# design 1

Design 1, routing congestion map:
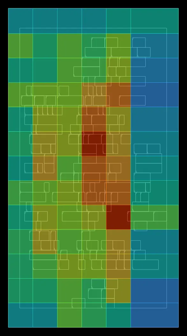
Design 1, selected gate families:
(6 px per um)
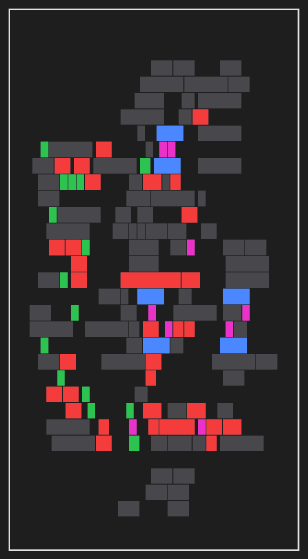
Design 1, port wiring:
(6 px per um)
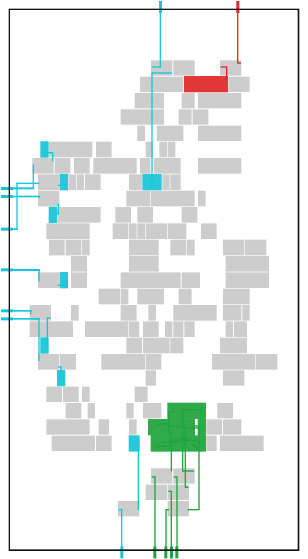
[config.mk]
export PLATFORM = sky130hd
export DESIGN_NAME = seq_pattern_tx
export DESIGN_NICKNAME = d
export VERILOG_FILES = /design/src/rtl/seq_pattern_tx.sv
export SDC_FILE = /design/constraint.sdc
export NUM_CORES = 1
export LEC_CHECK = 0
export ABC_CLOCK_PERIOD_IN_PS = 2200
export CORE_ASPECT_RATIO = 2
export CORE_MARGIN = 3
export CORE_UTILIZATION = 30
export CTS_BUF_LIST = sky130_fd_sc_hd__clkbuf_4 sky130_fd_sc_hd__clkbuf_8
export DETAILED_ROUTE_END_ITERATION = 6
export PLACE_DENSITY = 0.55
export SKIP_LAST_GASP = 1
export SYNTH_ARGS = -nofsm -noshare
export SYNTH_HDL_FRONTEND = slang
export SYNTH_SLANG_ARGS = --single-unit
[constraint.sdc]
create_clock -name Clock -period 2.2 [get_ports Clock]
set_input_delay 0.22 -clock Clock [delete_from_list [all_inputs] [get_ports Clock]]
set_output_delay 0.22 -clock Clock [all_outputs]
set_load 0.005 [all_outputs]
[src/rtl/seq_pattern_tx.sv]
// Parallel-in, serial-out pattern transmitter for the "two consecutive ones" detector.
// Sends a word MSB first on w and tracks a shadow detector so ExpZ predicts the downstream z.
module seq_pattern_tx #(
   parameter int WIDTH = 8,
   parameter int LEN_W = 4
) (
   input  logic             Clock,
   input  logic             Reset,
   input  logic             Start,
   input  logic [WIDTH-1:0] Data,
   input  logic [LEN_W-1:0] Len,
   output logic             w,
   output logic             Valid,
   output logic             Busy,
   output logic             Done,
   output logic             ExpZ
);

   typedef enum logic [1:0] {
      IDLE  = 2'b00,
      SHIFT = 2'b01,
      DONE  = 2'b10
   } state_t;

   typedef enum logic [1:0] {
      SH_A = 2'b00,
      SH_B = 2'b01,
      SH_C = 2'b10
   } shadow_t;

   localparam logic [LEN_W-1:0] WIDTH_L = LEN_W'(WIDTH);
   localparam logic [LEN_W-1:0] ONE_L   = LEN_W'(1);

   state_t           state_q, state_d;
   shadow_t          shadow_q, shadow_d;
   logic [WIDTH-1:0] sreg_q, sreg_d;
   logic [LEN_W-1:0] cnt_q, cnt_d;
   logic             w_q, w_d;
   logic             valid_q, valid_d;
   logic             busy_q, busy_d;
   logic             done_q, done_d;
   logic             expz_q, expz_d;

   always_ff @(posedge Clock) begin
      if (Reset) begin
         state_q  <= IDLE;
         shadow_q <= SH_A;
         sreg_q   <= '0;
         cnt_q    <= '0;
         w_q      <= 1'b0;
         valid_q  <= 1'b0;
         busy_q   <= 1'b0;
         done_q   <= 1'b0;
         expz_q   <= 1'b0;
      end else begin
         state_q  <= state_d;
         shadow_q <= shadow_d;
         sreg_q   <= sreg_d;
         cnt_q    <= cnt_d;
         w_q      <= w_d;
         valid_q  <= valid_d;
         busy_q   <= busy_d;
         done_q   <= done_d;
         expz_q   <= expz_d;
      end
   end

   always_comb begin
      state_d = state_q;
      sreg_d  = sreg_q;
      cnt_d   = cnt_q;
      unique case (state_q)
         IDLE: begin
            if (Start && (Len != '0)) begin
               sreg_d  = Data;
               cnt_d   = (Len > WIDTH_L) ? WIDTH_L : Len;
               state_d = SHIFT;
            end
         end
         SHIFT: begin
            sreg_d = {sreg_q[WIDTH-2:0], 1'b0};
            cnt_d  = cnt_q - ONE_L;
            if (cnt_q == ONE_L) begin
               state_d = DONE;
            end
         end
         DONE: begin
            state_d = IDLE;
         end
         default: begin
            state_d = IDLE;
            sreg_d  = '0;
            cnt_d   = '0;
         end
      endcase
   end

   // Outputs are decoded from the next state so they land in flops alongside it.
   always_comb begin
      valid_d = (state_d == SHIFT);
      w_d     = (state_d == SHIFT) && sreg_d[WIDTH-1];
      busy_d  = (state_d == SHIFT) || (state_d == DONE);
      done_d  = (state_d == DONE);
   end

   always_comb begin
      shadow_d = shadow_q;
      unique case (shadow_q)
         SH_A:    shadow_d = w_q ? SH_B : SH_A;
         SH_B:    shadow_d = w_q ? SH_C : SH_A;
         SH_C:    shadow_d = w_q ? SH_C : SH_A;
         default: shadow_d = SH_A;
      endcase
      expz_d = (shadow_d == SH_C);
   end

   assign w     = w_q;
   assign Valid = valid_q;
   assign Busy  = busy_q;
   assign Done  = done_q;
   assign ExpZ  = expz_q;

endmodule

==> results.ini <==
[synthesis]
avgSynthCellArea_um2=9.10
yosys.cell_count.top_type=dfxtp_1
ys_sh_aoi=0.273
yosys.area_share.adder=0.0711
syn_nets=137
ys_sh_xor=0
netlist_logic_family_top=AND-OR/OR-AND gates
ys_cells=116
async_flop_share=0
ys_seq_frac=0.398
synth.area.mux_share=0
synth_area_mm2=0.00106
syn_inst=116

[cts]
cts.path.max_buffers=2
htree_levels=1
cts.reportedPaths.clkPinSlew_ps=80
cts_sinks=21
cts_buffers=3

[layout]
clk_share=0.0345
fin_area_mm2=0.00134
nonClkBufAreaFrac=0.169
top_regs=sreg_q: 8 flops, cnt_q: 4 flops
non_clock_buffer_count=24
num-nonclk-inverters=9
largest_reg_flops=8
fillerInstances=331
seq_cell_count=21

[detailed_routing]
met1_length_um=915
ant_nets=0
firstDrtPassIters=3
route.detailed.drc=0
vias_per_cell=5.56
routedWlPerCell_um=14.9

[sta]
maxSlewHeadroom=0.642
whs_ps=482
tns_ps=0
timing.final.hold_violations=0

[die]
rows=29
die_width_um=48.0
fp_util=0.323
die_height_um=89.9

[power_and_ir_drop]
p_seq_uw=444
finalPower_uw=879
cellPowerDensity_mw_per_mm2=654
p_sw_frac=0.278
irDropWorstVdd_mv=0.375

[status]
run_status=finished clean

[critical_path]
cp.required_ps=2350
critPathSlowestCell=dfxtp_1
reg2reg_depth=6
max_stage_delay_ps=660
crit_chain=nor4bb_1 > a211o_1 > inv_1 > ha_1 > nor2b_1 > a21boi_1
cp_max_fo=16

[placement]
hpwlAfterDp_um=1920
place_inst=165
dp_slack_ps=196

[global_route]
grt_util_met1=0.122
antenna_found_initial=0
grt-ovfl-total=0
grt_pass1_wl_um=4130
grt_start_max_net_pins=17

[worst_hold_path]
min-delay-start=sreg_q[0]$_SDFFE_PP0P_
hp-class=flop to flop
min_to=sreg_q[1]$_SDFFE_PP0P_

[job]
warnings=29

## Picture notes: 'routing congestion map' of design 1
GRT Total Usage: 0.132
global route hottest layer: met2

## Picture notes: 'selected gate families' of design 1
[NAND gates] green | cells: 15 | most used: nand2_1 | where: middle left
[adder and majority cells] blue | cells: 6 | most used: ha_1 | where: centre
[inverting AOI/OAI gates] red | cells: 32 | most used: o211ai_1
[inverters] magenta | cells: 9 | most used: inv_1
dominant logic cell type in the layout: dfxtp_1
Cell Count, Final, Fillers Out: 169
multi-input gate share of total cell area: 0.429

## Picture notes: 'port wiring' of design 1
[`Data`] cyan | bits: 8 | direction: input | end cells: 8 | buffers: 8 | wire: 112 um
[`Len`] green | bits: 4 | direction: input | end cells: 8 | buffers: 4 | wire: 118 um
[`Done`] red | bits: 1 | direction: output | end cells: 1 | buffers: 1 | wire: 11.8 um
Port Buffers: 19
io pins: 20

## cells in the final DEF (no fill, tap or decap)
master	count
dfxtp_1	21
clkdlybuf4s50_1	19
o211ai_1	14
nand2_1	13
inv_1	8
nor2_1	7
nor2b_1	6
a21oi_1	6
ha_1	6
buf_4	5
nor3b_1	4
clkbuf_8	3
nor4bb_1	2
nand3_1	2
a21boi_1	2
o31ai_1	2
inv_2	1
o41ai_2	1
a211o_1	1
and3b_1	1
o41a_1	1
o21ai_1	1
a2111oi_0	1
nor4b_1	1
or2_2	1
o32ai_1	1
nor4_1	1
o221ai_1	1
o41ai_1	1
a32oi_1	1
or4_4	1
a2111oi_4	1
a221o_1	1
clkinv_2	1
## worst max path at each step
stage                                from            to  slack [ps]  cells after the start
CTS                 state_q[0]$_SDFF_PP0_  w$_SDFF_PP0_         400                      6
global placement                   Len[0]  w$_SDFF_PP0_         220                      7
detailed placement                 Len[0]  w$_SDFF_PP0_         200                      7
finish              state_q[0]$_SDFF_PP0_  w$_SDFF_PP0_         400                      6
global route        state_q[0]$_SDFF_PP0_  w$_SDFF_PP0_         210                      6
floorplan           state_q[0]$_SDFF_PP0_  w$_SDFF_PP0_         670                      7

# design 2

Design 2, met2 routing:
(3 px per um)
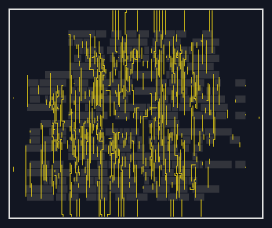
Design 2, zoomed window:
Region (22, 28) to (62, 68) um. Cells in grey, sequential cells in the stronger grey; small squares are vias.
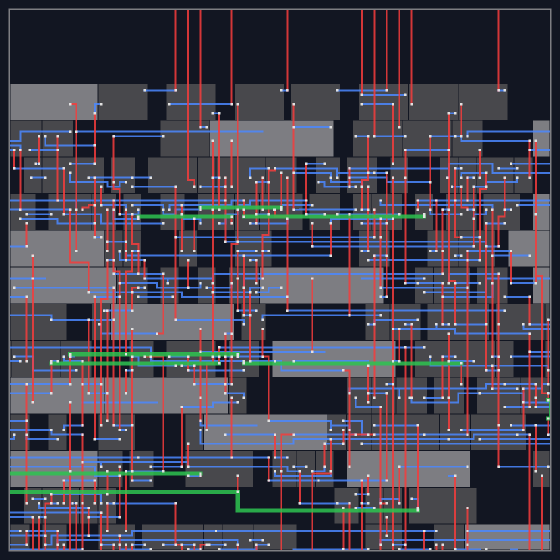
Design 2, register map, names as in the netlist:
(6 px per um)
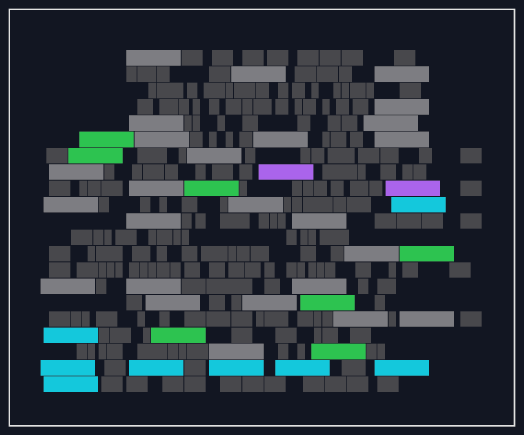
==> src/rtl/sm_result_buffer.sv <==
// -----------------------------------------------------------------------------
// sm_result_buffer
//
// Two-entry output buffer that sits directly after the sign-magnitude
// add/subtract unit. Each accepted result is normalised as it is captured:
// negative zero becomes positive zero, and a two's-complement copy is stored
// next to it. The buffer also keeps a saturating count of accepted results
// that carried out of the magnitude, so the datapath can be stalled without
// losing results or overflow events.
//
// Ports
//   clk        rising-edge clock
//   rst        asynchronous active-high reset
//   in_valid   upstream result valid
//   in_data    upstream sign-magnitude result (MSB = sign)
//   in_carry   upstream magnitude carry/borrow for this result
//   o_ready    buffer can accept a result this cycle (state only)
//   in_ready   downstream accepts the head entry
//   o_valid    head entry valid
//   o_data     head entry, sign-magnitude, negative zero removed
//   o_data_tc  head entry in two's complement
//   o_ovf      head entry was produced with carry set
//   in_clr     synchronous clear of the overflow counter
//   o_ovf_cnt  saturating count of accepted results with carry set
//
// States
//   state | meaning
//   EMPTY | no entry held, o_valid low
//   ONE   | head entry valid, tail slot free
//   FULL  | head and tail valid, o_ready low
// -----------------------------------------------------------------------------
module sm_result_buffer #(
    parameter int N     = 8,
    parameter int CNT_W = 8
) (
    input  logic             clk,
    input  logic             rst,
    input  logic             in_valid,
    input  logic [N-1:0]     in_data,
    input  logic             in_carry,
    output logic             o_ready,
    input  logic             in_ready,
    output logic             o_valid,
    output logic [N-1:0]     o_data,
    output logic [N-1:0]     o_data_tc,
    output logic             o_ovf,
    input  logic             in_clr,
    output logic [CNT_W-1:0] o_ovf_cnt
);

    typedef enum logic [1:0] {
        EMPTY = 2'd0,
        ONE   = 2'd1,
        FULL  = 2'd2
    } state_t;

    localparam logic [N-1:0]     ONE_N   = {{(N-1){1'b0}}, 1'b1};
    localparam logic [CNT_W-1:0] CNT_ONE = {{(CNT_W-1){1'b0}}, 1'b1};
    localparam logic [CNT_W-1:0] CNT_MAX = '1;

    state_t           state_q, state_d;

    logic [N-1:0]     head_data_q, head_data_d;
    logic [N-1:0]     head_tc_q,   head_tc_d;
    logic             head_ovf_q,  head_ovf_d;
    logic [N-1:0]     tail_data_q, tail_data_d;
    logic [N-1:0]     tail_tc_q,   tail_tc_d;
    logic             tail_ovf_q,  tail_ovf_d;

    logic [CNT_W-1:0] cnt_q, cnt_d;

    logic             push;
    logic             pop;
    logic             ovf_push;

    logic [N-2:0]     new_mag;
    logic             new_sgn;
    logic [N-1:0]     new_data;
    logic [N-1:0]     new_tc;

    // Handshake. o_ready is a function of state (and reset) only, so the
    // upstream never sees a combinational path from in_ready.
    assign o_ready  = !rst && (state_q != FULL);
    assign o_valid  = (state_q != EMPTY);
    assign push     = in_valid && o_ready;
    assign pop      = o_valid && in_ready;
    assign ovf_push = push && in_carry;

    // Normalise the incoming word once, at capture time. A zero magnitude
    // always gets a positive sign; the magnitude is at most 2^(N-1)-1, so the
    // negated value always fits in N bits.
    assign new_mag  = in_data[N-2:0];
    assign new_sgn  = in_data[N-1] && (new_mag != '0);
    assign new_data = {new_sgn, new_mag};
    assign new_tc   = new_sgn ? (~{1'b0, new_mag} + ONE_N) : {1'b0, new_mag};

    always_ff @(posedge clk or posedge rst) begin
        if (rst) begin
            state_q     <= EMPTY;
            head_data_q <= '0;
            head_tc_q   <= '0;
            head_ovf_q  <= 1'b0;
            tail_data_q <= '0;
            tail_tc_q   <= '0;
            tail_ovf_q  <= 1'b0;
        end else begin
            state_q     <= state_d;
            head_data_q <= head_data_d;
            head_tc_q   <= head_tc_d;
            head_ovf_q  <= head_ovf_d;
            tail_data_q <= tail_data_d;
            tail_tc_q   <= tail_tc_d;
            tail_ovf_q  <= tail_ovf_d;
        end
    end

    always_comb begin
        state_d     = state_q;
        head_data_d = head_data_q;
        head_tc_d   = head_tc_q;
        head_ovf_d  = head_ovf_q;
        tail_data_d = tail_data_q;
        tail_tc_d   = tail_tc_q;
        tail_ovf_d  = tail_ovf_q;

        case (state_q)
            EMPTY: begin
                if (push) begin
                    state_d     = ONE;
                    head_data_d = new_data;
                    head_tc_d   = new_tc;
                    head_ovf_d  = in_carry;
                end
            end
            ONE: begin
                if (push && pop) begin
                    // Head leaves this cycle; the new word takes its place.
                    head_data_d = new_data;
                    head_tc_d   = new_tc;
                    head_ovf_d  = in_carry;
                end else if (push) begin
                    state_d     = FULL;
                    tail_data_d = new_data;
                    tail_tc_d   = new_tc;
                    tail_ovf_d  = in_carry;
                end else if (pop) begin
                    state_d     = EMPTY;
                end
            end
            FULL: begin
                if (pop) begin
                    state_d     = ONE;
                    head_data_d = tail_data_q;
                    head_tc_d   = tail_tc_q;
                    head_ovf_d  = tail_ovf_q;
                end
            end
            default: begin
                state_d = EMPTY;
            end
        endcase
    end

    assign o_data    = head_data_q;
    assign o_data_tc = head_tc_q;
    assign o_ovf     = head_ovf_q;

    // Overflow-event counter. A clear coinciding with an overflow push still
    // records that event, so the result is 1 rather than 0.
    always_comb begin
        cnt_d = cnt_q;
        if (in_clr) begin
            cnt_d = ovf_push ? CNT_ONE : '0;
        end else if (ovf_push && (cnt_q != CNT_MAX)) begin
            cnt_d = cnt_q + CNT_ONE;
        end
    end

    always_ff @(posedge clk or posedge rst) begin
        if (rst) begin
            cnt_q <= '0;
        end else begin
            cnt_q <= cnt_d;
        end
    end

    assign o_ovf_cnt = cnt_q;

endmodule

==> config.mk <==
export PLATFORM = sky130hd
export DESIGN_NAME = sm_result_buffer
export DESIGN_NICKNAME = d
export VERILOG_FILES = /design/src/rtl/sm_result_buffer.sv
export SDC_FILE = /design/constraint.sdc
export NUM_CORES = 1
export LEC_CHECK = 0
export ABC_AREA = 0
export CORE_ASPECT_RATIO = 0.8
export CORE_MARGIN = 5
export CORE_UTILIZATION = 49
export CTS_CLUSTER_SIZE = 14
export DETAILED_ROUTE_END_ITERATION = 6
export GPL_TIMING_DRIVEN = 0
export PLACE_DENSITY = 0.8
export SYNTH_ARGS = -nofsm -noshare
export SYNTH_HDL_FRONTEND = slang
export SYNTH_SLANG_ARGS = --single-unit
==> constraint.sdc <==
create_clock -name clk -period 3.18 [get_ports clk]
set_input_delay 0.477 -clock clk [delete_from_list [all_inputs] [get_ports clk]]
set_output_delay 0.477 -clock clk [all_outputs]
set_load 0.02 [all_outputs]
==> results.ini <==
[status]
run_status=finished clean

[power_and_ir_drop]
leakage_uw=0.00113
internal_power_uw=1050
finalPower_uw=1520
p_comb_frac=0.299

[critical_path]
critPathLaunch=state_q[1]$_DFFE_PP0P_
endpoint=o_ready
worstReg2RegEnd=o_data[2]$_DFFE_PP0P_
worstSetupPathType=flop to output pin
cp-start-kind=flop
reg2reg_depth=4

[detailed_routing]
route.detailed.drc=0
top_layer_used=met4
dr_wl_met3_um=189
routedWlPerCell_um=14.6
ant_nets=0

[placement]
io_buffers=40

[synthesis]
post-synth-top-area-fraction=0.490
ys_ff=42
synth_area_mm2=0.00214
ys_seq_frac=0.490
yosys_warnings=0
avgSynthCellArea_um2=9.93
edf_count=0
yosys.cell_count.top_type=dfrtp_1
async_flop_share=1.00

[job]
warnings=26

[sta]
fin_skew_ps=7.38
tns_ps=0
final-max-slew-violation-count=0
finalClockPeriodUsage=0.744
timing.final.hold_violations=0
whs_ps=478

[cts]
post_cts_resized=0
htree_levels=2
cts_tree=done
ctsRootBufferMaster=clkbuf_8
cts.path.max_buffers=2

[die]
rows=21
fp_util=0.510
tap_cells=57
die_height_um=69.2
core_area_mm2=0.00420

[layout]
register_area_mm2=0.00105
syn_to_final_growth_pct=25.6
num-nonclk-inverters=9
final_util=0.640
logic_gate_count=156
combGateArea_mm2=0.00102
nets=279

[global_route]
grt.busiest_layer=met2
grt_pass1_wl_um=8100
grt-ovfl-total=0

[worst_hold_path]
worstHoldPathCells=1
min-delay-start=tail_tc_q[4]$_DFFE_PP0P_

## Picture notes: 'met2 routing' of design 2
share of all routed wire: 46%
nets with wire on the layer: 234
longest straight run: 31.6 um
final wirelength: 4670 um
vias: 1747
met2 Use GR: 0.257

## Picture notes: 'zoomed window' of design 2
[met2] red
[met1] blue
[met3] green
netlist names of flops here include: `o_ovf_cnt` (5), `tail_tc_q` (5)
cells with their middle in the window: 120
sequential cells in the window: 13
most frequent: dfrtp_1 (13), nand2_1 (12), clkdlybuf4s50_1 (11)

## Picture notes: 'register map, names as in the netlist' of design 2
[`o_data_tc`] green | sequential cells: 7
[`state_q`] purple | sequential cells: 2
[`o_data`] cyan | sequential cells: 8
not coloured: 25

worst max-delay path, stage by stage, from the launching register on:
cell	delay (ps)
dfrtp_1	430
nor2b_1	220
buf_2	330
nor2_1	70
clkdlybuf4s50_1	540
power by group through the flow:
stage               clock network [uW]  registers, uW  logic (uW)
global route                       346            764         498
detailed placement                   0            756         458
finish                             318            746         454
global placement                     0            749         448
floorplan                            0            810         195
CTS                                321            745         460
cell families (layout without fill, tap and decap cells):
kind of cell / after synthesis / count (layout) / synth area share
DFF: 42 / 42 / 0.490
xor gates and xnor gates: 3 / 3 / 0.0123
AOI/OAI and AO/OA: 59 / 59 / 0.177
buffers and inverters: 18 / 65 / 0.0356
muxes: 18 / 18 / 0.0875
and+or+nand+nor: 74 / 74 / 0.186
adders and majority gates: 2 / 2 / 0.0117
per-stage QoR:
stage / setup WS, ps / std cells
floorplan: 1570 / 216
global placement: 731 / 313
detailed placement: 827 / 313
CTS: 793 / 320
global route: 670 / 320
finish: 814 / 320
sequential cells by signal, summed over array words and instances (netlist names):
name and cells:
o_data 8, o_ovf_cnt 8, tail_data_q 8, o_data_tc 7, tail_tc_q 7, state_q 2
o_ovf 1, tail_ovf_q 1

Power is estimated from default activity; no workload was simulated.
